==================== block 1
block_1/placed.png
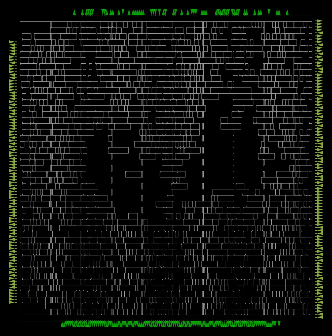

[src/rtl/ise_issue_if.sv]
// Issue-stage bus: decode handshake, ISE ALU request/response, writeback,
// trap report and performance counters bundled for the ise_issue block.
interface ise_issue_if;
  logic        dec_valid;
  logic        dec_ready;
  logic [31:0] dec_instr;
  logic [31:0] dec_rs1;
  logic [31:0] dec_rs2;
  logic        flush;

  logic        ise_val;
  logic [5:0]  ise_fn;
  logic [6:0]  ise_imm;
  logic [31:0] ise_in1;
  logic [31:0] ise_in2;
  logic        ise_oval;
  logic [31:0] ise_out;

  logic        wb_valid;
  logic        wb_ready;
  logic [4:0]  wb_rd;
  logic [31:0] wb_data;

  logic        trap_valid;
  logic [1:0]  trap_cause;
  logic [31:0] trap_instr;
  logic        trap_ack;

  logic [31:0] perf_issued;
  logic [31:0] perf_trap;

  // master: surrounding pipeline / ISE / writeback environment
  modport master (
    output dec_valid, dec_instr, dec_rs1, dec_rs2, flush,
           ise_oval, ise_out, wb_ready, trap_ack,
    input  dec_ready, ise_val, ise_fn, ise_imm, ise_in1, ise_in2,
           wb_valid, wb_rd, wb_data, trap_valid, trap_cause, trap_instr,
           perf_issued, perf_trap
  );

  // slave: the issuer itself
  modport slave (
    input  dec_valid, dec_instr, dec_rs1, dec_rs2, flush,
           ise_oval, ise_out, wb_ready, trap_ack,
    output dec_ready, ise_val, ise_fn, ise_imm, ise_in1, ise_in2,
           wb_valid, wb_rd, wb_data, trap_valid, trap_cause, trap_instr,
           perf_issued, perf_trap
  );
endinterface

[src/rtl/ise_issue.sv]
// Custom-instruction issuer: hands custom-0..3 ops to the ISE ALU, writes back
// or traps. Optional perf counters enabled by defining ISE_ISSUE_PERF_EN.
module ise_issue #(
  parameter int unsigned TIMEOUT = 4
) (
  input logic        ise_clk,
  input logic        ise_rst,
  ise_issue_if.slave bus
);

  typedef enum logic [1:0] {IDLE, ISSUE, WB, TRAP} state_t;

  typedef struct packed {
    logic [31:0] instr;
    logic [31:0] rs1;
    logic [31:0] rs2;
  } req_t;

  localparam logic [3:0] CNT_LAST = 4'(TIMEOUT - 1);

  state_t      state;
  logic [3:0]  cnt;
  req_t        req;
  req_t        req_in;

  logic        dec_ready_q;
  logic        ise_val_q;
  logic [5:0]  ise_fn_q;
  logic        wb_valid_q;
  logic [4:0]  wb_rd_q;
  logic [31:0] wb_data_q;
  logic        trap_valid_q;
  logic [1:0]  trap_cause_q;

  logic        is_custom;
  logic [1:0]  cidx;
  logic        accept;

  assign req_in = '{instr: bus.dec_instr, rs1: bus.dec_rs1, rs2: bus.dec_rs2};
  assign accept = bus.dec_valid && dec_ready_q;

  always_comb begin
    is_custom = 1'b1;
    cidx      = 2'd0;
    case (bus.dec_instr[6:0])
      7'b0001011: cidx = 2'd0;
      7'b0101011: cidx = 2'd1;
      7'b1011011: cidx = 2'd2;
      7'b1111011: cidx = 2'd3;
      default:    is_custom = 1'b0;
    endcase
  end

  // Every output is a register written here; dec_ready mirrors state==IDLE.
  always_ff @(posedge ise_clk) begin
    if (!ise_rst) begin
      state        <= IDLE;
      cnt          <= '0;
      req          <= '0;
      dec_ready_q  <= 1'b1;
      ise_val_q    <= 1'b0;
      ise_fn_q     <= '0;
      wb_valid_q   <= 1'b0;
      wb_rd_q      <= '0;
      wb_data_q    <= '0;
      trap_valid_q <= 1'b0;
      trap_cause_q <= '0;
    end else if (bus.flush) begin
      state        <= IDLE;
      cnt          <= '0;
      dec_ready_q  <= 1'b1;
      ise_val_q    <= 1'b0;
      wb_valid_q   <= 1'b0;
      trap_valid_q <= 1'b0;
    end else begin
      case (state)
        IDLE: begin
          if (accept) begin
            req         <= req_in;
            dec_ready_q <= 1'b0;
            if (is_custom) begin
              state     <= ISSUE;
              cnt       <= '0;
              ise_val_q <= 1'b1;
              ise_fn_q  <= {1'b0, bus.dec_instr[14:12], cidx};
            end else begin
              state        <= TRAP;
              trap_valid_q <= 1'b1;
              trap_cause_q <= 2'b01;
            end
          end
        end

        ISSUE: begin
          if (bus.ise_oval) begin
            ise_val_q <= 1'b0;
            wb_data_q <= bus.ise_out;
            wb_rd_q   <= req.instr[11:7];
            // x0 destination: result is dropped, no writeback handshake
            if (req.instr[11:7] == 5'd0) begin
              state       <= IDLE;
              dec_ready_q <= 1'b1;
            end else begin
              state      <= WB;
              wb_valid_q <= 1'b1;
            end
          end else if (cnt == CNT_LAST) begin
            state        <= TRAP;
            ise_val_q    <= 1'b0;
            trap_valid_q <= 1'b1;
            trap_cause_q <= 2'b10;
          end else begin
            cnt <= cnt + 4'd1;
          end
        end

        WB: begin
          if (bus.wb_ready) begin
            state       <= IDLE;
            wb_valid_q  <= 1'b0;
            dec_ready_q <= 1'b1;
          end
        end

        TRAP: begin
          if (bus.trap_ack) begin
            state        <= IDLE;
            trap_valid_q <= 1'b0;
            dec_ready_q  <= 1'b1;
          end
        end

        default: begin
          state       <= IDLE;
          dec_ready_q <= 1'b1;
        end
      endcase
    end
  end

  assign bus.dec_ready  = dec_ready_q;
  assign bus.ise_val    = ise_val_q;
  assign bus.ise_fn     = ise_fn_q;
  assign bus.ise_imm    = req.instr[31:25];
  assign bus.ise_in1    = req.rs1;
  assign bus.ise_in2    = req.rs2;
  assign bus.wb_valid   = wb_valid_q;
  assign bus.wb_rd      = wb_rd_q;
  assign bus.wb_data    = wb_data_q;
  assign bus.trap_valid = trap_valid_q;
  assign bus.trap_cause = trap_cause_q;
  assign bus.trap_instr = req.instr;

`ifdef ISE_ISSUE_PERF_EN
  logic [31:0] perf_issued_q;
  logic [31:0] perf_trap_q;
  logic        enter_issue;
  logic        enter_trap;

  // Mirrors the FSM's entry conditions into ISSUE and TRAP.
  always_comb begin
    enter_issue = 1'b0;
    enter_trap  = 1'b0;
    if (!bus.flush) begin
      if (state == IDLE && accept) begin
        enter_issue = is_custom;
        enter_trap  = !is_custom;
      end else if (state == ISSUE && !bus.ise_oval && cnt == CNT_LAST) begin
        enter_trap = 1'b1;
      end
    end
  end

  always_ff @(posedge ise_clk) begin
    if (!ise_rst) begin
      perf_issued_q <= '0;
      perf_trap_q   <= '0;
    end else begin
      if (enter_issue) perf_issued_q <= perf_issued_q + 32'd1;
      if (enter_trap)  perf_trap_q   <= perf_trap_q + 32'd1;
    end
  end

  assign bus.perf_issued = perf_issued_q;
  assign bus.perf_trap   = perf_trap_q;
`else
  assign bus.perf_issued = '0;
  assign bus.perf_trap   = '0;
`endif

endmodule

[src/flat_wrapper.sv]
// flat-port wrapper written by rule: the top's interface ports become plain ports
module ise_issue_flat 
#(
  parameter int unsigned TIMEOUT = 4
)
  (ise_clk, ise_rst, bus_dec_valid, bus_dec_instr, bus_dec_rs1, bus_dec_rs2, bus_flush, bus_ise_oval, bus_ise_out, bus_wb_ready, bus_trap_ack, bus_dec_ready, bus_ise_val, bus_ise_fn, bus_ise_imm, bus_ise_in1, bus_ise_in2, bus_wb_valid, bus_wb_rd, bus_wb_data, bus_trap_valid, bus_trap_cause, bus_trap_instr, bus_perf_issued, bus_perf_trap);
  ise_issue_if bus_i ();
  input logic ise_clk;
  input logic ise_rst;
  input wire logic [$bits(bus_i.dec_valid)-1:0] bus_dec_valid;
  input wire logic [$bits(bus_i.dec_instr)-1:0] bus_dec_instr;
  input wire logic [$bits(bus_i.dec_rs1)-1:0] bus_dec_rs1;
  input wire logic [$bits(bus_i.dec_rs2)-1:0] bus_dec_rs2;
  input wire logic [$bits(bus_i.flush)-1:0] bus_flush;
  input wire logic [$bits(bus_i.ise_oval)-1:0] bus_ise_oval;
  input wire logic [$bits(bus_i.ise_out)-1:0] bus_ise_out;
  input wire logic [$bits(bus_i.wb_ready)-1:0] bus_wb_ready;
  input wire logic [$bits(bus_i.trap_ack)-1:0] bus_trap_ack;
  output wire logic [$bits(bus_i.dec_ready)-1:0] bus_dec_ready;
  output wire logic [$bits(bus_i.ise_val)-1:0] bus_ise_val;
  output wire logic [$bits(bus_i.ise_fn)-1:0] bus_ise_fn;
  output wire logic [$bits(bus_i.ise_imm)-1:0] bus_ise_imm;
  output wire logic [$bits(bus_i.ise_in1)-1:0] bus_ise_in1;
  output wire logic [$bits(bus_i.ise_in2)-1:0] bus_ise_in2;
  output wire logic [$bits(bus_i.wb_valid)-1:0] bus_wb_valid;
  output wire logic [$bits(bus_i.wb_rd)-1:0] bus_wb_rd;
  output wire logic [$bits(bus_i.wb_data)-1:0] bus_wb_data;
  output wire logic [$bits(bus_i.trap_valid)-1:0] bus_trap_valid;
  output wire logic [$bits(bus_i.trap_cause)-1:0] bus_trap_cause;
  output wire logic [$bits(bus_i.trap_instr)-1:0] bus_trap_instr;
  output wire logic [$bits(bus_i.perf_issued)-1:0] bus_perf_issued;
  output wire logic [$bits(bus_i.perf_trap)-1:0] bus_perf_trap;
  assign bus_i.dec_valid = bus_dec_valid;
  assign bus_i.dec_instr = bus_dec_instr;
  assign bus_i.dec_rs1 = bus_dec_rs1;
  assign bus_i.dec_rs2 = bus_dec_rs2;
  assign bus_i.flush = bus_flush;
  assign bus_i.ise_oval = bus_ise_oval;
  assign bus_i.ise_out = bus_ise_out;
  assign bus_i.wb_ready = bus_wb_ready;
  assign bus_i.trap_ack = bus_trap_ack;
  assign bus_dec_ready = bus_i.dec_ready;
  assign bus_ise_val = bus_i.ise_val;
  assign bus_ise_fn = bus_i.ise_fn;
  assign bus_ise_imm = bus_i.ise_imm;
  assign bus_ise_in1 = bus_i.ise_in1;
  assign bus_ise_in2 = bus_i.ise_in2;
  assign bus_wb_valid = bus_i.wb_valid;
  assign bus_wb_rd = bus_i.wb_rd;
  assign bus_wb_data = bus_i.wb_data;
  assign bus_trap_valid = bus_i.trap_valid;
  assign bus_trap_cause = bus_i.trap_cause;
  assign bus_trap_instr = bus_i.trap_instr;
  assign bus_perf_issued = bus_i.perf_issued;
  assign bus_perf_trap = bus_i.perf_trap;
  ise_issue #(.TIMEOUT(TIMEOUT)) u_core (.ise_clk(ise_clk), .ise_rst(ise_rst), .bus(bus_i));
endmodule
[config.mk]
export PLATFORM = sky130hd
export DESIGN_NAME = ise_issue_flat
export DESIGN_NICKNAME = d
export VERILOG_FILES = /design/src/rtl/ise_issue_if.sv /design/src/rtl/ise_issue.sv /design/src/flat_wrapper.sv
export SDC_FILE = /design/constraint.sdc
export NUM_CORES = 1
export LEC_CHECK = 0
export ABC_AREA = 1
export CORE_AREA = 2 2 135 137
export CTS_BUF_LIST = sky130_fd_sc_hd__clkbuf_4 sky130_fd_sc_hd__clkbuf_8 sky130_fd_sc_hd__clkbuf_16
export DETAILED_ROUTE_END_ITERATION = 7
export DIE_AREA = 0 0 137 139
export GPL_ROUTABILITY_DRIVEN = 1
export PLACE_DENSITY_LB_ADDON = 0.2
export SYNTH_ARGS = -nofsm -noshare
export SYNTH_HDL_FRONTEND = slang
export SYNTH_SLANG_ARGS = --single-unit
[constraint.sdc]
create_clock -name ise_clk -period 1.2 [get_ports ise_clk]
set_input_delay 0.12 -clock ise_clk [delete_from_list [all_inputs] [get_ports ise_clk]]
set_output_delay 0.12 -clock ise_clk [all_outputs]
set_load 0.02 [all_outputs]
==================== block 2
[config.mk]
export PLATFORM = sky130hd
export DESIGN_NAME = pic_call_stack
export DESIGN_NICKNAME = d
export VERILOG_FILES = /design/src/rtl/pic_pkg.sv /design/src/rtl/pic_stack_ram.sv /design/src/rtl/pic_call_stack.sv
export SDC_FILE = /design/constraint.sdc
export NUM_CORES = 1
export LEC_CHECK = 0
export CELL_PAD_IN_SITES_DETAIL_PLACEMENT = 1
export CELL_PAD_IN_SITES_GLOBAL_PLACEMENT = 1
export CORE_MARGIN = 8
export CORE_UTILIZATION = 45
export CTS_BUF_LIST = sky130_fd_sc_hd__clkbuf_4 sky130_fd_sc_hd__clkbuf_8
export CTS_CLUSTER_SIZE = 25
export DETAILED_ROUTE_END_ITERATION = 8
export PLACE_DENSITY_LB_ADDON = 0.1
export SYNTH_ARGS = -nofsm -noshare
export SYNTH_HDL_FRONTEND = slang
export SYNTH_SLANG_ARGS = --single-unit
[constraint.sdc]
create_clock -name clk -period 3.2 [get_ports clk]
set_input_delay 0.32 -clock clk [delete_from_list [all_inputs] [get_ports clk]]
set_output_delay 0.32 -clock clk [all_outputs]
set_load 0.01 [all_outputs]
[src/rtl/pic_pkg.sv]
// Shared PIC16-class core definitions: PC width, default stack depth, stack overflow modes.
package pic_pkg;

  localparam int PC_W        = 11;
  localparam int STACK_DEPTH = 16;

  typedef logic [PC_W-1:0] pc_t;

  localparam int STK_WRAP = 0;
  localparam int STK_SAT  = 1;

endpackage

[src/rtl/pic_stack_ram.sv]
// DEPTH x WIDTH register file for the call stack: one synchronous write port, one async read port, no reset.
module pic_stack_ram #(
  parameter int WIDTH = 11,
  parameter int DEPTH = 16,
  parameter int PW    = $clog2(DEPTH)
) (
  input  logic             clk,
  input  logic             wr_en,
  input  logic [PW-1:0]    wr_addr,
  input  logic [WIDTH-1:0] wr_data,
  input  logic [PW-1:0]    rd_addr,
  output logic [WIDTH-1:0] rd_data
);

  logic [WIDTH-1:0] r_mem [DEPTH];

  always_ff @(posedge clk) begin
    if (wr_en) begin
      r_mem[wr_addr] <= wr_data;
    end
  end

  assign rd_data = r_mem[rd_addr];

endmodule

[src/rtl/pic_call_stack.sv]
// Parametrised return-address stack with wrap/saturate overflow policy and sticky flags.
// Optional macro PIC_STACK_OVF_RESET_EN adds the one-cycle rst_req output.
module pic_call_stack
  import pic_pkg::*;
#(
  parameter int WIDTH    = PC_W,
  parameter int DEPTH    = STACK_DEPTH,
  parameter int SATURATE = STK_WRAP,
  parameter int PW       = $clog2(DEPTH)
) (
  input  logic             clk,
  input  logic             rst,
  input  logic             push,
  input  logic             pop,
  input  logic [WIDTH-1:0] push_data,
  input  logic             tos_wr,
  input  logic [WIDTH-1:0] tos_wdata,
  input  logic             clr_flags,
  output logic [WIDTH-1:0] tos,
  output logic [PW-1:0]    ptr,
  output logic [PW:0]      level,
  output logic             empty,
  output logic             full,
  output logic             stkovf,
`ifdef PIC_STACK_OVF_RESET_EN
  output logic             stkunf,
  output logic             rst_req
`else
  output logic             stkunf
`endif
);

  localparam logic [PW:0] LVL_FULL = (PW+1)'(DEPTH);

  logic [PW-1:0]    r_ptr;
  logic [PW:0]      r_level;
  logic             r_ovf;
  logic             r_unf;

  logic             w_empty;
  logic             w_full;
  logic             w_wrEn;
  logic [PW-1:0]    w_wrAddr;
  logic [WIDTH-1:0] w_wrData;
  logic [WIDTH-1:0] w_rdData;
  logic [PW-1:0]    w_ptrNext;
  logic [PW:0]      w_levelNext;
  logic             w_setOvf;
  logic             w_setUnf;

  assign w_empty = (r_level == '0);
  assign w_full  = (r_level == LVL_FULL);

  // tos_wr masks push/pop; push+pop on a non-empty stack replaces TOS in place.
  always_comb begin
    w_wrEn      = 1'b0;
    w_wrAddr    = r_ptr;
    w_wrData    = push_data;
    w_ptrNext   = r_ptr;
    w_levelNext = r_level;
    w_setOvf    = 1'b0;
    w_setUnf    = 1'b0;
    if (tos_wr) begin
      w_wrEn   = !w_empty;
      w_wrData = tos_wdata;
    end else if (push && pop && !w_empty) begin
      w_wrEn = 1'b1;
    end else if (push) begin
      if (w_full) begin
        w_setOvf = 1'b1;
        if (SATURATE == STK_WRAP) begin
          w_wrEn    = 1'b1;
          w_wrAddr  = r_ptr + PW'(1);
          w_ptrNext = r_ptr + PW'(1);
        end
      end else begin
        w_wrEn      = 1'b1;
        w_wrAddr    = r_ptr + PW'(1);
        w_ptrNext   = r_ptr + PW'(1);
        w_levelNext = r_level + (PW+1)'(1);
      end
    end else if (pop) begin
      if (w_empty) begin
        w_setUnf = 1'b1;
        if (SATURATE == STK_WRAP) begin
          w_ptrNext = r_ptr - PW'(1);
        end
      end else begin
        w_ptrNext   = r_ptr - PW'(1);
        w_levelNext = r_level - (PW+1)'(1);
      end
    end
  end

  always_ff @(posedge clk) begin
    if (rst) begin
      r_ptr   <= PW'(DEPTH - 1);
      r_level <= '0;
      r_ovf   <= 1'b0;
      r_unf   <= 1'b0;
    end else begin
      r_ptr   <= w_ptrNext;
      r_level <= w_levelNext;
      r_ovf   <= w_setOvf | (r_ovf & ~clr_flags);
      r_unf   <= w_setUnf | (r_unf & ~clr_flags);
    end
  end

`ifdef PIC_STACK_OVF_RESET_EN
  logic r_rstReq;

  always_ff @(posedge clk) begin
    if (rst) begin
      r_rstReq <= 1'b0;
    end else begin
      r_rstReq <= w_setOvf | w_setUnf;
    end
  end

  assign rst_req = r_rstReq;
`endif

  pic_stack_ram #(
    .WIDTH(WIDTH),
    .DEPTH(DEPTH),
    .PW   (PW)
  ) u_ram (
    .clk    (clk),
    .wr_en  (w_wrEn),
    .wr_addr(w_wrAddr),
    .wr_data(w_wrData),
    .rd_addr(r_ptr),
    .rd_data(w_rdData)
  );

  assign tos    = w_empty ? '0 : w_rdData;
  assign ptr    = r_ptr;
  assign level  = r_level;
  assign empty  = w_empty;
  assign full   = w_full;
  assign stkovf = r_ovf;
  assign stkunf = r_unf;

endmodule

==================== block 3
File: src/rtl/m_areg_arbiter.sv
// Round-robin arbiter between the data-side and instruction-side access registers onto one memory port.
// Optional WAIT timeout is enabled by defining M_ARB_TIMEOUT_EN.
module m_areg_arbiter #(
  parameter int FLIT_W      = 144,
  parameter int TIMEOUT_CYC = 255
) (
  input  logic              clk,
  input  logic              rst,
  input  logic [FLIT_W-1:0] d_m_areg_flits,
  input  logic              d_m_areg_state,
  input  logic [FLIT_W-1:0] i_m_areg_flits,
  input  logic              i_m_areg_state,
  input  logic              mem_rdy,
  input  logic              mem_ack,
  output logic [FLIT_W-1:0] mem_flits,
  output logic              v_mem_flits,
  output logic              d_mem_done_access,
  output logic              i_mem_done_access,
  output logic [1:0]        arb_grant,
  output logic              arb_timeout_err
);

  typedef enum logic [1:0] {IDLE, ISSUE, WAIT, DONE} state_t;

  localparam logic [7:0] TIMEOUT_LIM = 8'(TIMEOUT_CYC);

  state_t     state_reg, state_next;
  logic [1:0] grant_reg, grant_next;
  // Set when the instruction side was served last; reset value favours data.
  logic       last_instr_reg, last_instr_next;

`ifdef M_ARB_TIMEOUT_EN
  logic [7:0] cnt_reg, cnt_next;
  logic       err_reg, err_next;
`endif

  always_ff @(posedge clk) begin
    if (rst) begin
      state_reg      <= IDLE;
      grant_reg      <= 2'b00;
      last_instr_reg <= 1'b1;
`ifdef M_ARB_TIMEOUT_EN
      cnt_reg        <= 8'd0;
      err_reg        <= 1'b0;
`endif
    end else begin
      state_reg      <= state_next;
      grant_reg      <= grant_next;
      last_instr_reg <= last_instr_next;
`ifdef M_ARB_TIMEOUT_EN
      cnt_reg        <= cnt_next;
      err_reg        <= err_next;
`endif
    end
  end

  always_comb begin
    state_next      = state_reg;
    grant_next      = grant_reg;
    last_instr_next = last_instr_reg;
`ifdef M_ARB_TIMEOUT_EN
    cnt_next        = cnt_reg;
    err_next        = err_reg;
`endif
    case (state_reg)
      IDLE: begin
        if (d_m_areg_state || i_m_areg_state) begin
          if (d_m_areg_state && i_m_areg_state)
            grant_next = last_instr_reg ? 2'b01 : 2'b10;
          else if (d_m_areg_state)
            grant_next = 2'b01;
          else
            grant_next = 2'b10;
          state_next = ISSUE;
        end
      end
      ISSUE: begin
        if (mem_rdy) begin
          state_next = WAIT;
`ifdef M_ARB_TIMEOUT_EN
          cnt_next   = 8'd0;
`endif
        end
      end
      WAIT: begin
        if (mem_ack) begin
          state_next = DONE;
        end
`ifdef M_ARB_TIMEOUT_EN
        else if (cnt_reg + 8'd1 == TIMEOUT_LIM) begin
          state_next = DONE;
          err_next   = 1'b1;
        end else begin
          cnt_next = cnt_reg + 8'd1;
        end
`endif
      end
      DONE: begin
        state_next      = IDLE;
        grant_next      = 2'b00;
        last_instr_next = grant_reg[1];
      end
      default: state_next = IDLE;
    endcase
  end

  assign v_mem_flits       = (state_reg == ISSUE);
  assign mem_flits         = !v_mem_flits  ? '0 :
                             grant_reg[0]  ? d_m_areg_flits : i_m_areg_flits;
  // Grant is one-hot, so at most one done pulse can be active.
  assign d_mem_done_access = (state_reg == DONE) && grant_reg[0];
  assign i_mem_done_access = (state_reg == DONE) && grant_reg[1];
  assign arb_grant         = grant_reg;

`ifdef M_ARB_TIMEOUT_EN
  assign arb_timeout_err = err_reg;
`else
  // Timeout limit only matters when the counter is built in.
  logic unused_timeout_lim;
  assign unused_timeout_lim = |TIMEOUT_LIM;
  assign arb_timeout_err    = 1'b0;
`endif

endmodule

File: config.mk
export PLATFORM = sky130hd
export DESIGN_NAME = m_areg_arbiter
export DESIGN_NICKNAME = d
export VERILOG_FILES = /design/src/rtl/m_areg_arbiter.sv
export SDC_FILE = /design/constraint.sdc
export NUM_CORES = 1
export LEC_CHECK = 0
export ABC_AREA = 1
export CORE_AREA = 2 2 175 177
export CTS_CLUSTER_DIAMETER = 40
export CTS_CLUSTER_SIZE = 8
export DETAILED_ROUTE_END_ITERATION = 12
export DIE_AREA = 0 0 177 179
export MAX_ROUTING_LAYER = met4
export PLACE_DENSITY = 0.38
export SYNTH_ARGS = -nofsm -noshare
export SYNTH_HDL_FRONTEND = slang
export SYNTH_SLANG_ARGS = --single-unit
File: constraint.sdc
create_clock -name clk -period 1.4 [get_ports clk]
set_input_delay 0.28 -clock clk [delete_from_list [all_inputs] [get_ports clk]]
set_output_delay 0.28 -clock clk [all_outputs]
set_load 0.05 [all_outputs]
==================== block 4
### config.mk
export PLATFORM = sky130hd
export DESIGN_NAME = lzc_normalizer
export DESIGN_NICKNAME = d
export VERILOG_FILES = /design/src/rtl/lzc_normalizer.sv
export SDC_FILE = /design/constraint.sdc
export NUM_CORES = 1
export LEC_CHECK = 0
export CAP_MARGIN = 20
export CELL_PAD_IN_SITES_DETAIL_PLACEMENT = 0
export CELL_PAD_IN_SITES_GLOBAL_PLACEMENT = 1
export CORE_AREA = 3 3 113 115
export DETAILED_ROUTE_END_ITERATION = 12
export DIE_AREA = 0 0 116 118
export PLACE_DENSITY = 0.83
export SETUP_SLACK_MARGIN = 0.4
export SYNTH_ARGS = -nofsm -noshare
export SYNTH_HDL_FRONTEND = slang
export SYNTH_SLANG_ARGS = --single-unit
### constraint.sdc
create_clock -name clk -period 2.1 [get_ports clk]
set_input_delay 0.42 -clock clk [delete_from_list [all_inputs] [get_ports clk]]
set_output_delay 0.42 -clock clk [all_outputs]
set_load 0.05 [all_outputs]
### src/rtl/lzc_normalizer.sv
// ---------------------------------------------------------------------------
// lzc_normalizer
//
// Two-stage valid/ready normalization pipeline. Stage 1 registers the
// operand together with its leading-zero count; stage 2 registers the
// operand left-aligned by that count so that a nonzero result has its
// MSB set. Full throughput, and safe under downstream backpressure.
//
// Parameters
//   N        operand width (N >= 2, need not be a power of two)
//   D_WIDTH  shift/count width, derived as $clog2(N)
//
// Ports
//   clk        clock, all state updates on the rising edge
//   rst        synchronous active-high reset, flushes the pipeline
//   in_valid   in_x carries an operand
//   in_ready   the pipeline accepts in_x this cycle
//   in_x       operand to normalize
//   out_valid  out_* carry a result
//   out_ready  consumer accepts out_* this cycle
//   out_z      in_x << lzc(in_x)
//   out_lzc    leading-zero count of in_x (0 when in_x is zero)
//   out_zero   in_x was all zeros
// ---------------------------------------------------------------------------
module lzc_normalizer #(
    parameter  int N       = 32,
    localparam int D_WIDTH = $clog2(N)
) (
    input  logic               clk,
    input  logic               rst,
    input  logic               in_valid,
    output logic               in_ready,
    input  logic [N-1:0]       in_x,
    output logic               out_valid,
    input  logic               out_ready,
    output logic [N-1:0]       out_z,
    output logic [D_WIDTH-1:0] out_lzc,
    output logic               out_zero
);

    // Priority encoder: the highest set bit wins because it is visited last.
    // An all-zero operand leaves the count at 0.
    function automatic logic [D_WIDTH-1:0] lead_zeros(input logic [N-1:0] x);
        logic [D_WIDTH-1:0] cnt;
        cnt = '0;
        for (int i = 0; i < N; i++) begin
            if (x[i]) cnt = D_WIDTH'(N - 1 - i);
        end
        return cnt;
    endfunction

    // Logarithmic barrel shift left; bits pushed past N-1 fall off, which
    // matters only when N is not a power of two.
    function automatic logic [N-1:0] align_left(input logic [N-1:0] x,
                                                input logic [D_WIDTH-1:0] d);
        logic [N-1:0] v;
        v = x;
        for (int k = 0; k < D_WIDTH; k++) begin
            if (d[k]) v = v << (1 << k);
        end
        return v;
    endfunction

    logic               vld_p1;
    logic [N-1:0]       x_p1;
    logic [D_WIDTH-1:0] lzc_p1;
    logic               zero_p1;

    logic               vld_p2;
    logic [N-1:0]       z_p2;
    logic [D_WIDTH-1:0] lzc_p2;
    logic               zero_p2;

    logic               s1_en;
    logic               s2_en;

    // Ready ripples back combinationally from the consumer, so a full
    // pipeline still accepts a new operand in a cycle where it drains.
    assign s2_en    = !vld_p2 || out_ready;
    assign s1_en    = !vld_p1 || s2_en;
    assign in_ready = s1_en;

    // ---- stage 1: operand + leading-zero count ----
    always_ff @(posedge clk) begin
        if (rst) begin
            vld_p1  <= 1'b0;
            x_p1    <= '0;
            lzc_p1  <= '0;
            zero_p1 <= 1'b0;
        end else if (s1_en) begin
            vld_p1 <= in_valid;
            if (in_valid) begin
                x_p1    <= in_x;
                lzc_p1  <= lead_zeros(in_x);
                zero_p1 <= (in_x == '0);
            end
        end
    end

    // ---- stage 2: left-aligned operand ----
    always_ff @(posedge clk) begin
        if (rst) begin
            vld_p2  <= 1'b0;
            z_p2    <= '0;
            lzc_p2  <= '0;
            zero_p2 <= 1'b0;
        end else if (s2_en) begin
            vld_p2 <= vld_p1;
            if (vld_p1) begin
                z_p2    <= align_left(x_p1, lzc_p1);
                lzc_p2  <= lzc_p1;
                zero_p2 <= zero_p1;
            end
        end
    end

    // ---- outputs straight from stage 2 ----
    assign out_valid = vld_p2;
    assign out_z     = z_p2;
    assign out_lzc   = lzc_p2;
    assign out_zero  = zero_p2;

endmodule
block_3/sizing.png
Scale bar: 50 um.
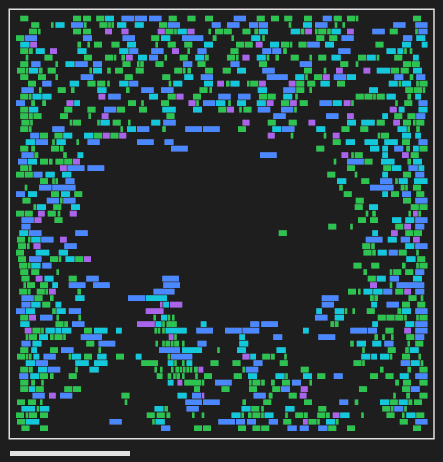
[x3 and x4] cyan | cells: 199
[x1 and smaller] green | cells: 547
[x6 and larger] blue | cells: 184
[x2] purple | cells: 71

==> run notes, block 3 <==
Observations from the implementation run.

Status:
- The flow ran to the end, but the final reports show violations.
- The final reports fail on setup timing.

Power and ir drop:
- Looking at the group totals, the largest power group turns out to be combinational cells.

Worst setup path:
- The worst setup path is launched from a flop.
- The worst setup path is of the reg -> out kind.
- The run gives the kind of cell adding the most delay to the critical path as buffers and inverters.
- The worst register-to-register path begins at state_reg[1]$_SDFFE_PP0P_.
- The run gives the worst setup path endpoint as mem_flits[23].
- The worst register-to-register path ends at state_reg[0]$_SDFFE_PP0P_.

Placed design:
- Logged for this run, the post-placement worst setup slack is -303 ps.
- The run puts the placed wire-length estimate at 19,000 um.

Logic synthesis:
- The run gives the post-synthesis instance total as 535.
- The run gives the number of distinct library cells after synthesis as 19.

Floorplan:
- The run gives the placeable core region as 30,000 um2.
- The flow inserted 396 tap cells.

STA:
- Setup violations remaining at the end of the flow were counted as 147.
- Across all setup checks in the final design, the least slack found is -412 ps.

Clocking:
- The run gives the number of buffers added for setup after CTS as 11.
- The tree is rooted in a sky130_fd_sc_hd__clkbuf_16.
- The run puts the total of hold buffers inserted after clock tree synthesis at 0.

Route:
- The run puts the final wirelength at 23,300 um.
==> block 3: metrics by stage <==
step,power [mW],hold slack (ps)
floorplan,11.6,449
global route,23.0,516
CTS,20.8,484
finish,21.9,482
global placement,17.6,475
detailed placement,17.6,480
==> block 3: worst register-to-register path, cell delays in order, from the launching register on <==
cell and delay [ps]:
sky130_fd_sc_hd__dfxtp_2 320, sky130_fd_sc_hd__inv_2 50, sky130_fd_sc_hd__ha_4 170, sky130_fd_sc_hd__buf_12 150
sky130_fd_sc_hd__buf_4 170, sky130_fd_sc_hd__nand2_4 80, sky130_fd_sc_hd__nand2_1 60, sky130_fd_sc_hd__nor2_2 100
sky130_fd_sc_hd__nor2_1 50, sky130_fd_sc_hd__nor2_1 90
==> block 3: layer usage <==
metal,up-vias,GRT usage
li1,2649,-
met1,2380,0.150
met2,280,0.269
met3,11,0.0250
met4,0,0.0117
met5,-,-
==> block 3: logic make-up after synthesis <==
logic type	Yosys count	synth area share
buf+inv	60	0.137
flops	5	0.0412
compound gates	148	0.306
simple gates	317	0.494
other cells	1	0.00154
fa+ha+maj	4	0.0206
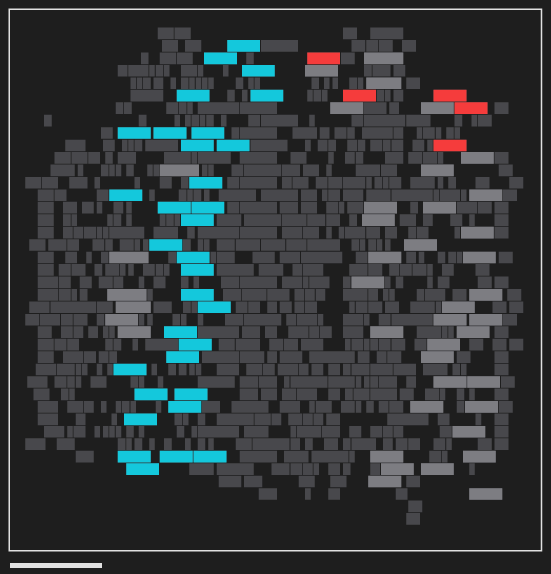
block_4/ff_map.png
Scale bar: 20 um.
[`out_lzc`] red | placed flops: 5 | where: upper right
[`x_p1`] cyan | placed flops: 32
not colored: 41

==> run notes, block 4 <==
Observations from the implementation run.

Clocking:
- The run puts the number of buffers on the longest clock path at 2.

Status:
- The run finished with clean final reports.

Placed design:
- The run gives the placed wire-length estimate as 11,200 um.

GRT:
- The run puts the met3 usage in global routing at 0.0272.

STA:
- The run gives the final count of pins violating max slew as 0.
- The critical path in the final layout is reported with a setup slack of 242 ps.
- Setup total negative slack on the finished layout was measured at 0 ps.

Route:
- After detailed routing, the average wire length per cell comes to 18.4 um.
- The run puts the routed wire length on met3 at 694 um.
- The run gives the final wirelength as 15,500 um.

Floorplan:
- The run gives the placeable core region as 11,900 um2.
- The run puts the initial core utilization at 0.407.

Layout:
- According to the finish report, the design has a final net count of 729.
- The filler cells instantiated in the layout total 1,026.

Flow run:
- The run gives the reported max-cap violation count as 0.

Logic synthesis:
- In this run, synthesis inferred 0 flip-flops with an integrated enable.
- The run puts the synthesized cell area at 4840 um2.

Worst setup path:
- In the setup report, the worst path falls into the class reg -> reg.
- The run gives the worst flop-to-flop path endpoint as out_z[25]$_SDFFE_PP0P_.

Power and ir drop:
- The run gives the fraction of power spent switching nets as 0.294.
## block 4: worst min-delay path, stage by stage
cell and delay (ps):
sky130_fd_sc_hd__dlymetal6s2s_1 150, sky130_fd_sc_hd__nand2_1 70, sky130_fd_sc_hd__a21oi_1 50
## block 4: layout make-up
type / instances / area share
clock buffers: 14 / 0.0380
clock inverters: 1 / 0.000720
inverters: 10 / 0.00540
multi-input cells: 439 / 0.491
flip-flops and latches: 78 / 0.227
well taps: 147 / 0.0264
repair buffers: 155 / 0.211
## block 4: logic make-up (layout without fill, tap and decap cells)
| kind of cell | after synthesis | after routing | share of synthesized area |
|---|---|---|---|
| compound gates | 160 | 160 | 0.214 |
| flops | 78 | 78 | 0.322 |
| buf+inv | 53 | 180 | 0.0736 |
| mux | 62 | 62 | 0.190 |
| simple gates | 217 | 217 | 0.200 |
## block 4: flip-flops by register name, summed over array words and instances, names as in the netlist
register / flops
out_zero: 1
lzc_p1: 5
x_p1: 32
out_valid: 1
zero_p1: 1
out_z: 32
out_lzc: 5
vld_p1: 1
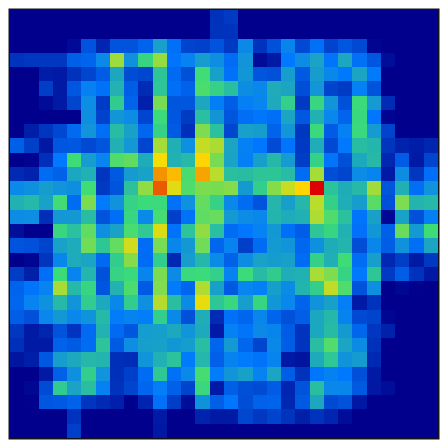
block_2/route_heat.png
The die is cut into 30 by 30 equal tiles; dark blue is low, red is high, scaled to the fullest tile. Values are wire area over tile area, all layers added.
fullest tile: 0.53
densest ninth of the die: center
tiles over half the peak: 7.9%
mean over tiles: 0.12

==> run notes, block 2 <==
Observations from the implementation run.

Min path:
- The run gives the start point of the worst min-delay path as clr_flags.

STA:
- Hold-check failures listed in the final report amount to 0.
- The run gives the minimum period implied by the final worst setup slack as 2980 ps.
- The run gives the accumulated negative setup slack as 0 ps.

Layout:
- The run puts the antenna cell count at 0.
- The run puts the final-layout fill cell count at 1,571.
- The run puts the post-layout net count at 519.
- The biggest slice of the area belongs to registers.

Route:
- For this block, the routed nets add up to 17,200 um of wire.
- The run puts the routed wire length per instance at 23.9 um.
- Per the detail_route report, DRC violations left total 0.

Logic synthesis:
- Counting distinct cell types in the post-synthesis netlist gives 43.
- The main area contributors are sky130_fd_sc_hd__edfxtp_1, sky130_fd_sc_hd__mux4_2, sky130_fd_sc_hd__dfxtp_1, sky130_fd_sc_hd__mux2i_1, sky130_fd_sc_hd__mux2_2.

Worst setup path:
- The worst setup path is launched from a flop.

Placed design:
- The run puts the count of placed standard cells including taps at 689.

Clocking:
- The clock reaches the later pin of the worst-skew pair after 450 ps.

Status:
- The run finished with clean final reports.
-- block 2: power by group through the flow --
stage / combinational [mW] / clock, mW / sequential [mW]
4_1_cts: 1.28 / 1.92 / 3.00
3_5_place_dp: 1.28 / 0 / 3.05
6_report: 1.26 / 1.87 / 2.99
5_1_grt: 1.36 / 1.99 / 3.01
2_1_floorplan: 0.743 / 0 / 3.03
3_3_place_gp: 1.26 / 0 / 3.04
-- block 2: critical path, delay by kind of cell (launching register included) --
kind                   cells  cell delay, ps
muxes                      2             880
buffers and inverters      2             820
DFF                        1             350
AOI/OAI and AO/OA          1             130
-- block 2: per-layer routing --
layer  GRT usage  vias to the layer above  wire length (um)
li1            -                     1807                 -
met4      0.0515                        0               269
met5           0                        -                 0
met2       0.282                      100              8660
met3      0.0413                       18               947
met1       0.203                     2059              7360
-- block 2: kinds of logic (layout without fill, tap and decap cells) --
kind of cell	after synthesis	count (layout)
AOI/OAI and AO/OA	35	35
buffers and inverters	27	112
muxes	84	84
DFF	191	191
adders and majority gates	8	8
xor gates and xnor gates	10	10
and+or+nand+nor	56	56
-- block 2: registers in the layout, summed over array words and instances, names as in the netlist, named ones only --
name         count
level            5
u_ram.r_mem    176
stkunf           1
stkovf           1
ptr              4
block_1/sizing.png
Scale bar: 50 um.
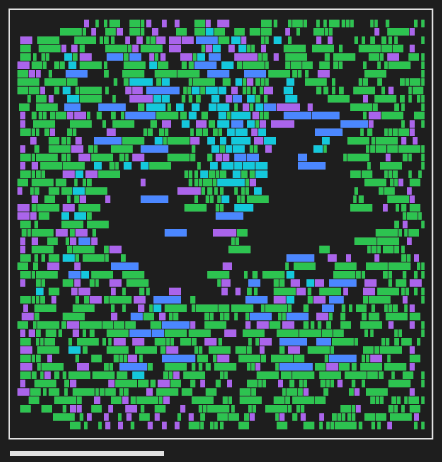
[x1 and smaller] green | cells: 782
[x2] purple | cells: 220
[x6 and larger] blue | cells: 50
[x3 and x4] cyan | cells: 78

Notes on block_1/placed.png above:
sequential portion of the cell area: 0.301
fillers: 1,687
Std-Cell Core Area: 17,700 um2

==> run notes, block 1 <==
Observations from the implementation run.

Min path:
- STA lists the startpoint of the worst hold path as ise_rst.

Layout:
- The run puts the non-clock buffer total of the final layout at 353.
- The run puts the clock buffer instance count of the final layout at 20.
- The library cells used most frequently in the layout, excluding fill and tap cells, are sky130_fd_sc_hd__nor2_1, sky130_fd_sc_hd__dfxtp_1, sky130_fd_sc_hd__clkdlybuf4s50_1.
- The run gives the most frequently placed logic cell in the final layout as sky130_fd_sc_hd__nor2_1.
- The run gives the share of the final layout cell area in multi-input gates as 0.280.

Power and ir drop:
- The run puts the fraction of power spent switching nets at 0.286.
- The run puts the clock share of power at 0.386.

GRT:
- The via count of the first global-routing pass was 5,559.
- The run puts the met3 usage in global routing at 0.0720.

Clocking:
- The run puts the post-CTS clock slew at the launch and capture registers of the worst setup and hold paths at 60 ps.
- The run gives the root cell of the clock tree as sky130_fd_sc_hd__clkbuf_16.

Floorplan:
- The initial utilization of the core area, before any placement, comes to 0.345.

Status:
- The checks that failed: setup timing.
- The run finished, with violations left.

Worst setup path:
- STA classifies the critical path endpoint as a flop.

STA:
- Counting pins that exceed their max-slew limit in the final report gives 0.
- The run puts the maximum clock skew at final layout at 9.08 ps.
- The run puts the accumulated negative setup slack at -20,030 ps.
- The final timing report gives a worst setup slack of -246 ps.
- Endpoints with negative setup slack in the final report add up to 146.

Logic synthesis:
- The run gives the chip area estimate from yosys synthesis as 6080 um2.
- The synth_stat.txt file lists the number of cells as 798.
## block 1: cells by family after synthesis
kind of cell / share of synthesized area
simple gates: 0.232
other cells: 0.000616
xor+xnor: 0.00144
buf+inv: 0.144
compound gates: 0.127
fa+ha+maj: 0.00206
flops: 0.494
## block 1: through the flow
| stage | hold WS (ps) | cell area (um2) |
|---|---|---|
| after floorplan | 255 | 6370 |
| after global placement | 447 | 9200 |
| after detailed placement | 455 | 9200 |
| after CTS | 59.9 | 10000 |
| after global routing | 54.0 | 9990 |
| final | 56.9 | 9990 |
## block 1: worst max-delay path, stage by stage, from the launching register on
cell	delay [ps]
sky130_fd_sc_hd__dfxtp_2	330
sky130_fd_sc_hd__nor2_4	130
sky130_fd_sc_hd__nand2_2	80
sky130_fd_sc_hd__nor2_4	200
sky130_fd_sc_hd__clkinv_4	100
sky130_fd_sc_hd__buf_12	160
sky130_fd_sc_hd__buf_12	160
sky130_fd_sc_hd__nor2_1	100
sky130_fd_sc_hd__nor2_1	50

==> gallery <==
Cell outlines without signal wires.
picture 1
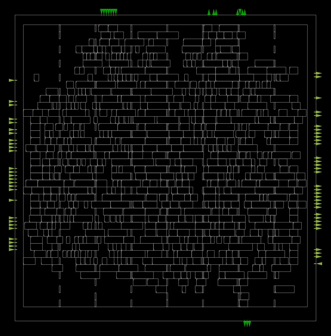
picture 2
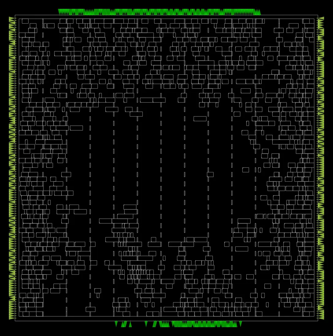
picture 3
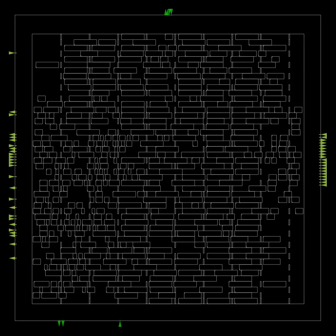
- block 4 = picture 1
- block 3 = picture 2
- block 2 = picture 3
The one with the lowest utilization is picture 2.
The one with the most cells is picture 2.


==================== block 5
$ cat src/rtl/multicycle_controller_pkg.sv
// Shared definitions for the multi-cycle MIPS control FSM: states, opcodes,
// function codes, mux-select encodings and ALU operation codes.
package multicycle_controller_pkg;

  typedef enum logic [3:0] {
    S_FETCH   = 4'd0,
    S_DECODE  = 4'd1,
    S_EXEC_R  = 4'd2,
    S_WB_R    = 4'd3,
    S_EXEC_I  = 4'd4,
    S_WB_I    = 4'd5,
    S_ADDR    = 4'd6,
    S_MEM_RD  = 4'd7,
    S_MEM_WR  = 4'd8,
    S_WB_MEM  = 4'd9,
    S_BRANCH  = 4'd10,
    S_JUMP    = 4'd11,
    S_JR      = 4'd12
  } ctrl_state_t;

  typedef enum logic [3:0] {
    CLS_ILLEGAL = 4'd0,
    CLS_RALU    = 4'd1,
    CLS_JR      = 4'd2,
    CLS_ORI     = 4'd3,
    CLS_LUI     = 4'd4,
    CLS_LW      = 4'd5,
    CLS_SW      = 4'd6,
    CLS_BEQ     = 4'd7,
    CLS_J       = 4'd8
  } instr_class_t;

  localparam logic [5:0] OP_RTYPE = 6'h00;
  localparam logic [5:0] OP_ORI   = 6'h0D;
  localparam logic [5:0] OP_LUI   = 6'h0F;
  localparam logic [5:0] OP_LW    = 6'h23;
  localparam logic [5:0] OP_SW    = 6'h2B;
  localparam logic [5:0] OP_BEQ   = 6'h04;
  localparam logic [5:0] OP_J     = 6'h02;

  localparam logic [5:0] FN_ADDU  = 6'h21;
  localparam logic [5:0] FN_SUBU  = 6'h23;
  localparam logic [5:0] FN_SLT   = 6'h2A;
  localparam logic [5:0] FN_JR    = 6'h08;

  localparam logic [1:0] PCSRC_ALU    = 2'd0;
  localparam logic [1:0] PCSRC_ALUOUT = 2'd1;
  localparam logic [1:0] PCSRC_JUMP   = 2'd2;
  localparam logic [1:0] PCSRC_REGA   = 2'd3;

  localparam logic [1:0] SRCA_PC      = 2'd0;
  localparam logic [1:0] SRCA_REGA    = 2'd1;
  localparam logic [1:0] SRCA_C16     = 2'd2;

  localparam logic [2:0] SRCB_REGB    = 3'd0;
  localparam logic [2:0] SRCB_FOUR    = 3'd1;
  localparam logic [2:0] SRCB_SEXT    = 3'd2;
  localparam logic [2:0] SRCB_SEXT_SH = 3'd3;
  localparam logic [2:0] SRCB_ZEXT    = 3'd4;

  localparam logic [5:0] ALU_LSHIFT = 6'h04;
  localparam logic [5:0] ALU_ADD    = 6'h20;
  localparam logic [5:0] ALU_ADDU   = 6'h21;
  localparam logic [5:0] ALU_SUB    = 6'h22;
  localparam logic [5:0] ALU_SUBU   = 6'h23;
  localparam logic [5:0] ALU_OR     = 6'h25;
  localparam logic [5:0] ALU_SLT    = 6'h2A;

endpackage

$ cat src/rtl/multicycle_controller_if.sv
// Control/handshake bundle between the multi-cycle controller and the datapath.
interface multicycle_controller_if;
  logic [31:0] instr;
  logic        regsEqual;
  logic        memReady;
  logic        memRead;
  logic        memWrite;
  logic        irWrite;
  logic        pcWrite;
  logic [1:0]  pcSrc;
  logic [1:0]  aluSrcA;
  logic [2:0]  aluSrcB;
  logic [5:0]  aluOp;
  logic        regWrite;
  logic        regDst;
  logic        memToReg;
  logic        illegalInst;
  logic [3:0]  state;

  modport master (
    input  instr, regsEqual, memReady,
    output memRead, memWrite, irWrite, pcWrite, pcSrc, aluSrcA, aluSrcB,
           aluOp, regWrite, regDst, memToReg, illegalInst, state
  );

  modport slave (
    output instr, regsEqual, memReady,
    input  memRead, memWrite, irWrite, pcWrite, pcSrc, aluSrcA, aluSrcB,
           aluOp, regWrite, regDst, memToReg, illegalInst, state
  );
endinterface

$ cat src/rtl/multicycle_controller_instr_field_decoder.sv
// Classifies an instruction by opcode/funct and picks the R-type ALU operation.
module instr_field_decoder
  import multicycle_controller_pkg::*;
(
  input  logic [5:0]   opcode,
  input  logic [5:0]   funct,
  output instr_class_t instrClass,
  output logic [5:0]   rAluOp
);

  always_comb begin
    instrClass = CLS_ILLEGAL;
    rAluOp     = ALU_ADDU;
    case (opcode)
      OP_RTYPE: begin
        case (funct)
          FN_ADDU: begin instrClass = CLS_RALU; rAluOp = ALU_ADDU; end
          FN_SUBU: begin instrClass = CLS_RALU; rAluOp = ALU_SUBU; end
          FN_SLT:  begin instrClass = CLS_RALU; rAluOp = ALU_SLT;  end
          FN_JR:   instrClass = CLS_JR;
          default: instrClass = CLS_ILLEGAL;
        endcase
      end
      OP_ORI:  instrClass = CLS_ORI;
      OP_LUI:  instrClass = CLS_LUI;
      OP_LW:   instrClass = CLS_LW;
      OP_SW:   instrClass = CLS_SW;
      OP_BEQ:  instrClass = CLS_BEQ;
      OP_J:    instrClass = CLS_J;
      default: instrClass = CLS_ILLEGAL;
    endcase
  end

endmodule

$ cat src/rtl/multicycle_controller.sv
// Multi-cycle control FSM: sequences fetch/decode/execute/memory/writeback and
// decodes all datapath selects and write enables from state, instr and memReady.
module multicycle_controller
  import multicycle_controller_pkg::*;
#(
  parameter ctrl_state_t RESET_STATE         = S_FETCH,
  parameter bit          ENABLE_ILLEGAL_TRAP = 1'b1
)
(
  input  logic                    clk,
  input  logic                    reset,
  multicycle_controller_if.master bus
);

  ctrl_state_t  curState, nextState;
  instr_class_t instrClass;
  logic [5:0]   rAluOp;

  logic       memReadC, memWriteC, irWriteC, pcWriteC;
  logic [1:0] pcSrcC, aluSrcAC;
  logic [2:0] aluSrcBC;
  logic [5:0] aluOpC;
  logic       regWriteC, regDstC, memToRegC, illegalC;

  instr_field_decoder uDecoder (
    .opcode     (bus.instr[31:26]),
    .funct      (bus.instr[5:0]),
    .instrClass (instrClass),
    .rAluOp     (rAluOp)
  );

  always_ff @(posedge clk or posedge reset) begin
    if (reset) curState <= RESET_STATE;
    else       curState <= nextState;
  end

  always_comb begin
    nextState = S_FETCH;
    memReadC  = 1'b0;
    memWriteC = 1'b0;
    irWriteC  = 1'b0;
    pcWriteC  = 1'b0;
    pcSrcC    = PCSRC_ALU;
    aluSrcAC  = SRCA_PC;
    aluSrcBC  = SRCB_REGB;
    aluOpC    = '0;
    regWriteC = 1'b0;
    regDstC   = 1'b0;
    memToRegC = 1'b0;
    illegalC  = 1'b0;
    case (curState)
      S_FETCH: begin
        memReadC = 1'b1;
        aluSrcBC = SRCB_FOUR;
        aluOpC   = ALU_ADD;
        if (bus.memReady) begin
          irWriteC  = 1'b1;
          pcWriteC  = 1'b1;
          nextState = S_DECODE;
        end else begin
          nextState = S_FETCH;
        end
      end
      S_DECODE: begin
        aluSrcBC = SRCB_SEXT_SH;
        aluOpC   = ALU_ADD;
        case (instrClass)
          CLS_RALU:        nextState = S_EXEC_R;
          CLS_JR:          nextState = S_JR;
          CLS_ORI, CLS_LUI: nextState = S_EXEC_I;
          CLS_LW, CLS_SW:  nextState = S_ADDR;
          CLS_BEQ:         nextState = S_BRANCH;
          CLS_J:           nextState = S_JUMP;
          default: begin
            illegalC  = ENABLE_ILLEGAL_TRAP;
            nextState = S_FETCH;
          end
        endcase
      end
      S_EXEC_R: begin
        aluSrcAC  = SRCA_REGA;
        aluOpC    = rAluOp;
        nextState = S_WB_R;
      end
      S_WB_R: begin
        regWriteC = 1'b1;
        regDstC   = 1'b1;
        aluOpC    = rAluOp;
      end
      S_EXEC_I: begin
        aluSrcBC  = SRCB_ZEXT;
        if (instrClass == CLS_LUI) begin
          aluSrcAC = SRCA_C16;
          aluOpC   = ALU_LSHIFT;
        end else begin
          aluSrcAC = SRCA_REGA;
          aluOpC   = ALU_OR;
        end
        nextState = S_WB_I;
      end
      S_WB_I: regWriteC = 1'b1;
      S_ADDR: begin
        aluSrcAC  = SRCA_REGA;
        aluSrcBC  = SRCB_SEXT;
        aluOpC    = ALU_ADD;
        nextState = (instrClass == CLS_SW) ? S_MEM_WR : S_MEM_RD;
      end
      S_MEM_RD: begin
        memReadC  = 1'b1;
        nextState = bus.memReady ? S_WB_MEM : S_MEM_RD;
      end
      S_MEM_WR: begin
        memWriteC = 1'b1;
        nextState = bus.memReady ? S_FETCH : S_MEM_WR;
      end
      S_WB_MEM: begin
        regWriteC = 1'b1;
        memToRegC = 1'b1;
      end
      S_BRANCH: begin
        aluSrcAC = SRCA_REGA;
        aluOpC   = ALU_SUB;
        pcSrcC   = PCSRC_ALUOUT;
        pcWriteC = bus.regsEqual;
      end
      S_JUMP: begin
        pcSrcC   = PCSRC_JUMP;
        pcWriteC = 1'b1;
      end
      S_JR: begin
        pcSrcC   = PCSRC_REGA;
        pcWriteC = 1'b1;
      end
      default: nextState = S_FETCH;
    endcase
    // Reset is asynchronous, so the outputs must fall back immediately rather
    // than waiting for the state register to settle on an edge.
    if (reset) begin
      memReadC  = 1'b0;
      memWriteC = 1'b0;
      irWriteC  = 1'b0;
      pcWriteC  = 1'b0;
      pcSrcC    = PCSRC_ALU;
      aluSrcAC  = SRCA_PC;
      aluSrcBC  = SRCB_REGB;
      aluOpC    = ALU_ADD;
      regWriteC = 1'b0;
      regDstC   = 1'b0;
      memToRegC = 1'b0;
      illegalC  = 1'b0;
    end
  end

  assign bus.memRead     = memReadC;
  assign bus.memWrite    = memWriteC;
  assign bus.irWrite     = irWriteC;
  assign bus.pcWrite     = pcWriteC;
  assign bus.pcSrc       = pcSrcC;
  assign bus.aluSrcA     = aluSrcAC;
  assign bus.aluSrcB     = aluSrcBC;
  assign bus.aluOp       = aluOpC;
  assign bus.regWrite    = regWriteC;
  assign bus.regDst      = regDstC;
  assign bus.memToReg    = memToRegC;
  assign bus.illegalInst = illegalC;
  assign bus.state       = curState;

endmodule

$ cat src/flat_wrapper.sv
// flat-port wrapper written by rule: the top's interface ports become plain ports
module multicycle_controller_flat import multicycle_controller_pkg::*;
#(
  parameter ctrl_state_t RESET_STATE         = S_FETCH,
  parameter bit          ENABLE_ILLEGAL_TRAP = 1'b1
)
  (clk, reset, bus_instr, bus_regsEqual, bus_memReady, bus_memRead, bus_memWrite, bus_irWrite, bus_pcWrite, bus_pcSrc, bus_aluSrcA, bus_aluSrcB, bus_aluOp, bus_regWrite, bus_regDst, bus_memToReg, bus_illegalInst, bus_state);
  multicycle_controller_if bus_i ();
  input  logic clk;
  input  logic reset;
  input wire logic [$bits(bus_i.instr)-1:0] bus_instr;
  input wire logic [$bits(bus_i.regsEqual)-1:0] bus_regsEqual;
  input wire logic [$bits(bus_i.memReady)-1:0] bus_memReady;
  output wire logic [$bits(bus_i.memRead)-1:0] bus_memRead;
  output wire logic [$bits(bus_i.memWrite)-1:0] bus_memWrite;
  output wire logic [$bits(bus_i.irWrite)-1:0] bus_irWrite;
  output wire logic [$bits(bus_i.pcWrite)-1:0] bus_pcWrite;
  output wire logic [$bits(bus_i.pcSrc)-1:0] bus_pcSrc;
  output wire logic [$bits(bus_i.aluSrcA)-1:0] bus_aluSrcA;
  output wire logic [$bits(bus_i.aluSrcB)-1:0] bus_aluSrcB;
  output wire logic [$bits(bus_i.aluOp)-1:0] bus_aluOp;
  output wire logic [$bits(bus_i.regWrite)-1:0] bus_regWrite;
  output wire logic [$bits(bus_i.regDst)-1:0] bus_regDst;
  output wire logic [$bits(bus_i.memToReg)-1:0] bus_memToReg;
  output wire logic [$bits(bus_i.illegalInst)-1:0] bus_illegalInst;
  output wire logic [$bits(bus_i.state)-1:0] bus_state;
  assign bus_i.instr = bus_instr;
  assign bus_i.regsEqual = bus_regsEqual;
  assign bus_i.memReady = bus_memReady;
  assign bus_memRead = bus_i.memRead;
  assign bus_memWrite = bus_i.memWrite;
  assign bus_irWrite = bus_i.irWrite;
  assign bus_pcWrite = bus_i.pcWrite;
  assign bus_pcSrc = bus_i.pcSrc;
  assign bus_aluSrcA = bus_i.aluSrcA;
  assign bus_aluSrcB = bus_i.aluSrcB;
  assign bus_aluOp = bus_i.aluOp;
  assign bus_regWrite = bus_i.regWrite;
  assign bus_regDst = bus_i.regDst;
  assign bus_memToReg = bus_i.memToReg;
  assign bus_illegalInst = bus_i.illegalInst;
  assign bus_state = bus_i.state;
  multicycle_controller #(.RESET_STATE(RESET_STATE), .ENABLE_ILLEGAL_TRAP(ENABLE_ILLEGAL_TRAP)) u_core (.clk(clk), .reset(reset), .bus(bus_i));
endmodule
$ cat config.mk
export PLATFORM = sky130hd
export DESIGN_NAME = multicycle_controller_flat
export DESIGN_NICKNAME = d
export VERILOG_FILES = /design/src/rtl/multicycle_controller_pkg.sv /design/src/rtl/multicycle_controller_if.sv /design/src/rtl/multicycle_controller_instr_field_decoder.sv /design/src/rtl/multicycle_controller.sv /design/src/flat_wrapper.sv
export SDC_FILE = /design/constraint.sdc
export NUM_CORES = 1
export LEC_CHECK = 0
export CORE_UTILIZATION = 36
export CTS_CLUSTER_SIZE = 28
export DETAILED_ROUTE_END_ITERATION = 8
export PLACE_DENSITY = 0.95
export SLEW_MARGIN = 0
export SYNTH_ARGS = -nofsm -noshare
export SYNTH_HDL_FRONTEND = slang
export SYNTH_SLANG_ARGS = --single-unit
$ cat constraint.sdc
create_clock -name clk -period 3.25 [get_ports clk]
set_input_delay 0.4875 -clock clk [delete_from_list [all_inputs] [get_ports clk]]
set_output_delay 0.4875 -clock clk [all_outputs]
set_load 0.01 [all_outputs]
block_5/placed.png
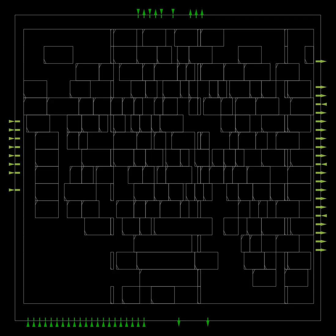
flip-flop and latch count: 4
row count: 16
sequential portion of the cell area: 0.0839

block_5/route_heat.png
The die is cut into 10 by 10 equal tiles; dark blue is low, red is high, scaled to the fullest tile. Values are wire area over tile area, all layers added.
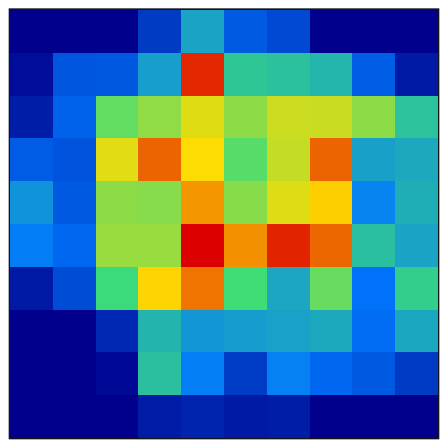
mean over tiles: 0.16
nearly empty tiles: 17%
emptiest ninth of the die: lower left

==> run notes <==
Observations from the implementation run.

Status:
- The flow ran to the end, and the final reports show no timing, DRC or antenna violations.

Route:
- The run puts the number of remaining DRC errors at 0.
- The run gives the average via count per standard cell as 5.66.

Logic synthesis:
- The run gives the number of distinct library cells after synthesis as 44.
- The run gives the chip area estimate from yosys synthesis as 778 um2.
- The run puts the portion of synthesized cell area occupied by the leading cell type at 0.129.
- The run puts the proportion of register bits with asynchronous set or reset after synthesis at 1.00.
- Per Yosys stat, the portion of area used by sequential elements is 0.129.

Worst setup path:
- In this design, the largest share of critical-path delay is due to buffers and inverters.
- In this run the critical register-to-register path is launched from u_core.bus.state[1]$_DFF_PP0_.
- OpenSTA lists the critical path startpoint as bus_instr[27].

Clocking:
- The clock passes through at most 2 buffers.

STA:
- The run gives the headroom to the max-slew limit as 0.556.
- The run puts the maximum clock skew at final layout at 7.15 ps.

Placed design:
- The run puts the placement-stage cell area at 1170 um2.

Power and ir drop:
- The run gives the worst supply voltage drop on vdd as 0.000224 V.
- The run puts the leakage power summed over all cells at 0.448 nW.

Layout:
- The run gives the post-layout net count as 188.
- The top cell types in the final layout, fill and taps aside, are sky130_fd_sc_hd__clkdlybuf4s50_1, sky130_fd_sc_hd__nor2_1, sky130_fd_sc_hd__nor3_1.

GRT:
- The run gives the wire length of the first global-routing pass as 3750 um.
- The run puts the number of antenna violations at the first check in global routing at 0.
block_5/sizing.png
Scale bar: 10 um.
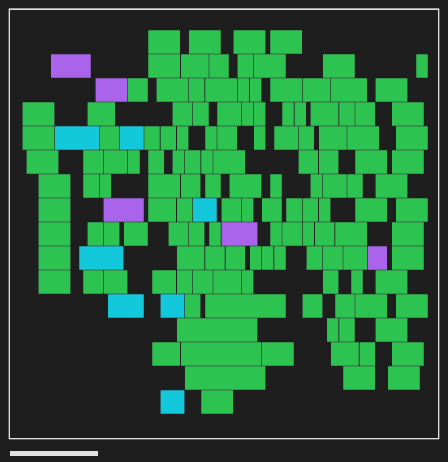
[x1 and smaller] green | cells: 138
[x3 and x4] cyan | cells: 7
[x2] purple | cells: 5

per-layer routing:
| layer | vias to the layer above | track usage | share of wire |
|---|---|---|---|
| met5 | - | 0 | 0 |
| met2 | 53 | 0.343 | 0.49 |
| met4 | 0 | 0.0882 | 0.019 |
| met3 | 5 | 0.0440 | 0.076 |
| met1 | 442 | 0.241 | 0.42 |
| li1 | 502 | - | - |
report_power, final:
| part | switching (mW) | total (mW) | leakage (nW) | internal, mW |
|---|---|---|---|---|
| Sequential | 0.0551 | 0.115 | 0.0542 | 0.0601 |
| Clock | 0.0215 | 0.0629 | 0.0138 | 0.0414 |
| Combinational | 0.128 | 0.273 | 0.380 | 0.145 |
| Total | 0.204 | 0.451 | 0.448 | 0.247 |
layout make-up:
type | count | area [um2] | area share
multi-input cells | 97 | 617 | 0.517
repair buffers | 40 | 398 | 0.333
flip-flops and latches | 4 | 100 | 0.0839
well taps | 27 | 33.8 | 0.0283
clock buffers | 3 | 22.5 | 0.0189
inverters | 6 | 22.5 | 0.0189
cell usage after synthesis (all sizes together) (4+ instances only):
library cell,instances
o21ai,4
dfrtp,4
nor3,10
nor4,5
buf,6
nand3,5
inv,6
nor2b,7
and3,6
a21oi,5
nand2,8
nor2,12


==> layout pictures side by side <==
Routed clock nets over the placement.
panel A
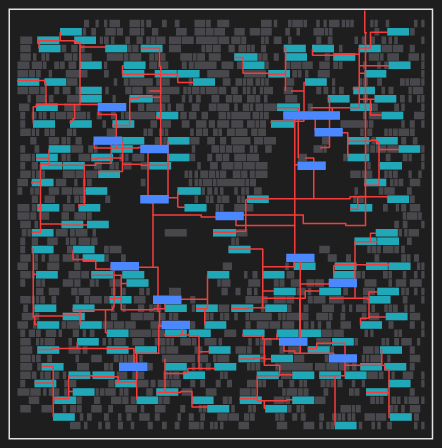
panel B
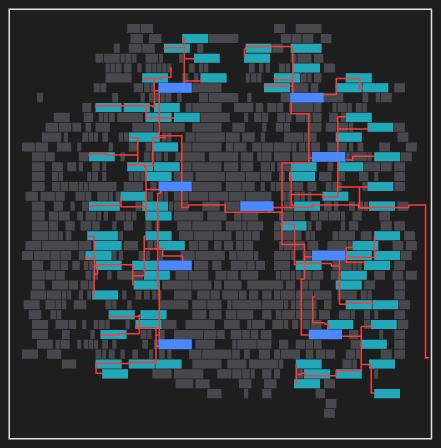
panel C
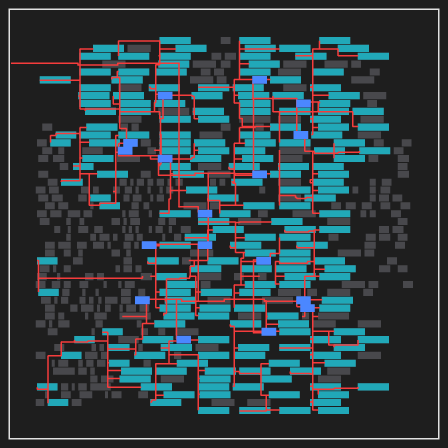
panel D
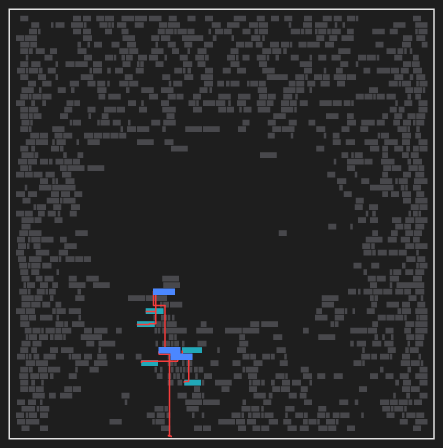
panel E
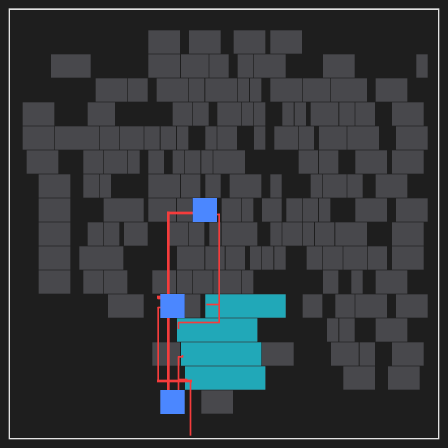
| picture | from |
|---|---|
| panel A | block 1 |
| panel E | block 5 |
| panel B | block 4 |
| panel C | block 2 |
| panel D | block 3 |
- most sequential cells: panel C


==> gallery <==
Wire density map.
image #1
The die is cut into 23 by 24 equal tiles; dark blue is low, red is high, scaled to the fullest tile. Values are wire area over tile area, all layers added.
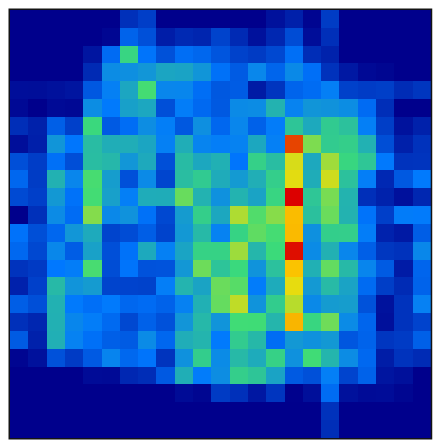
image #2
The die is cut into 35 by 36 equal tiles; dark blue is low, red is high, scaled to the fullest tile. Values are wire area over tile area, all layers added.
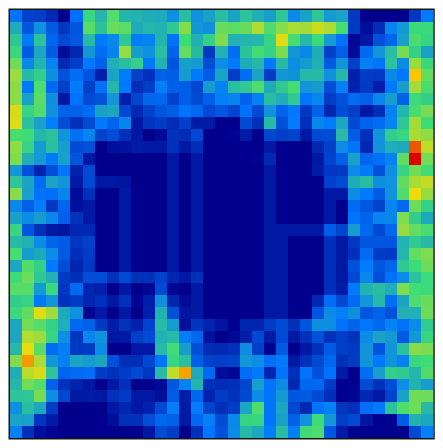
image #3
The die is cut into 27 by 28 equal tiles; dark blue is low, red is high, scaled to the fullest tile. Values are wire area over tile area, all layers added.
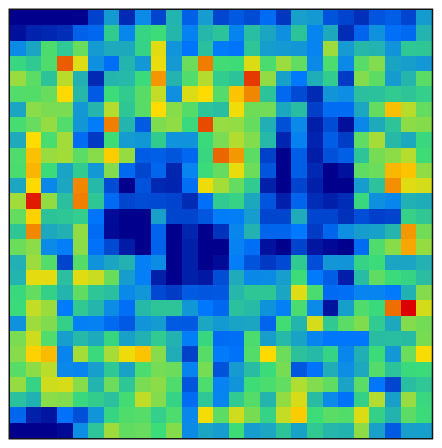
- block 1 = image #3
- block 4 = image #1
- block 3 = image #2

Power and IR drop assume default switching activity.
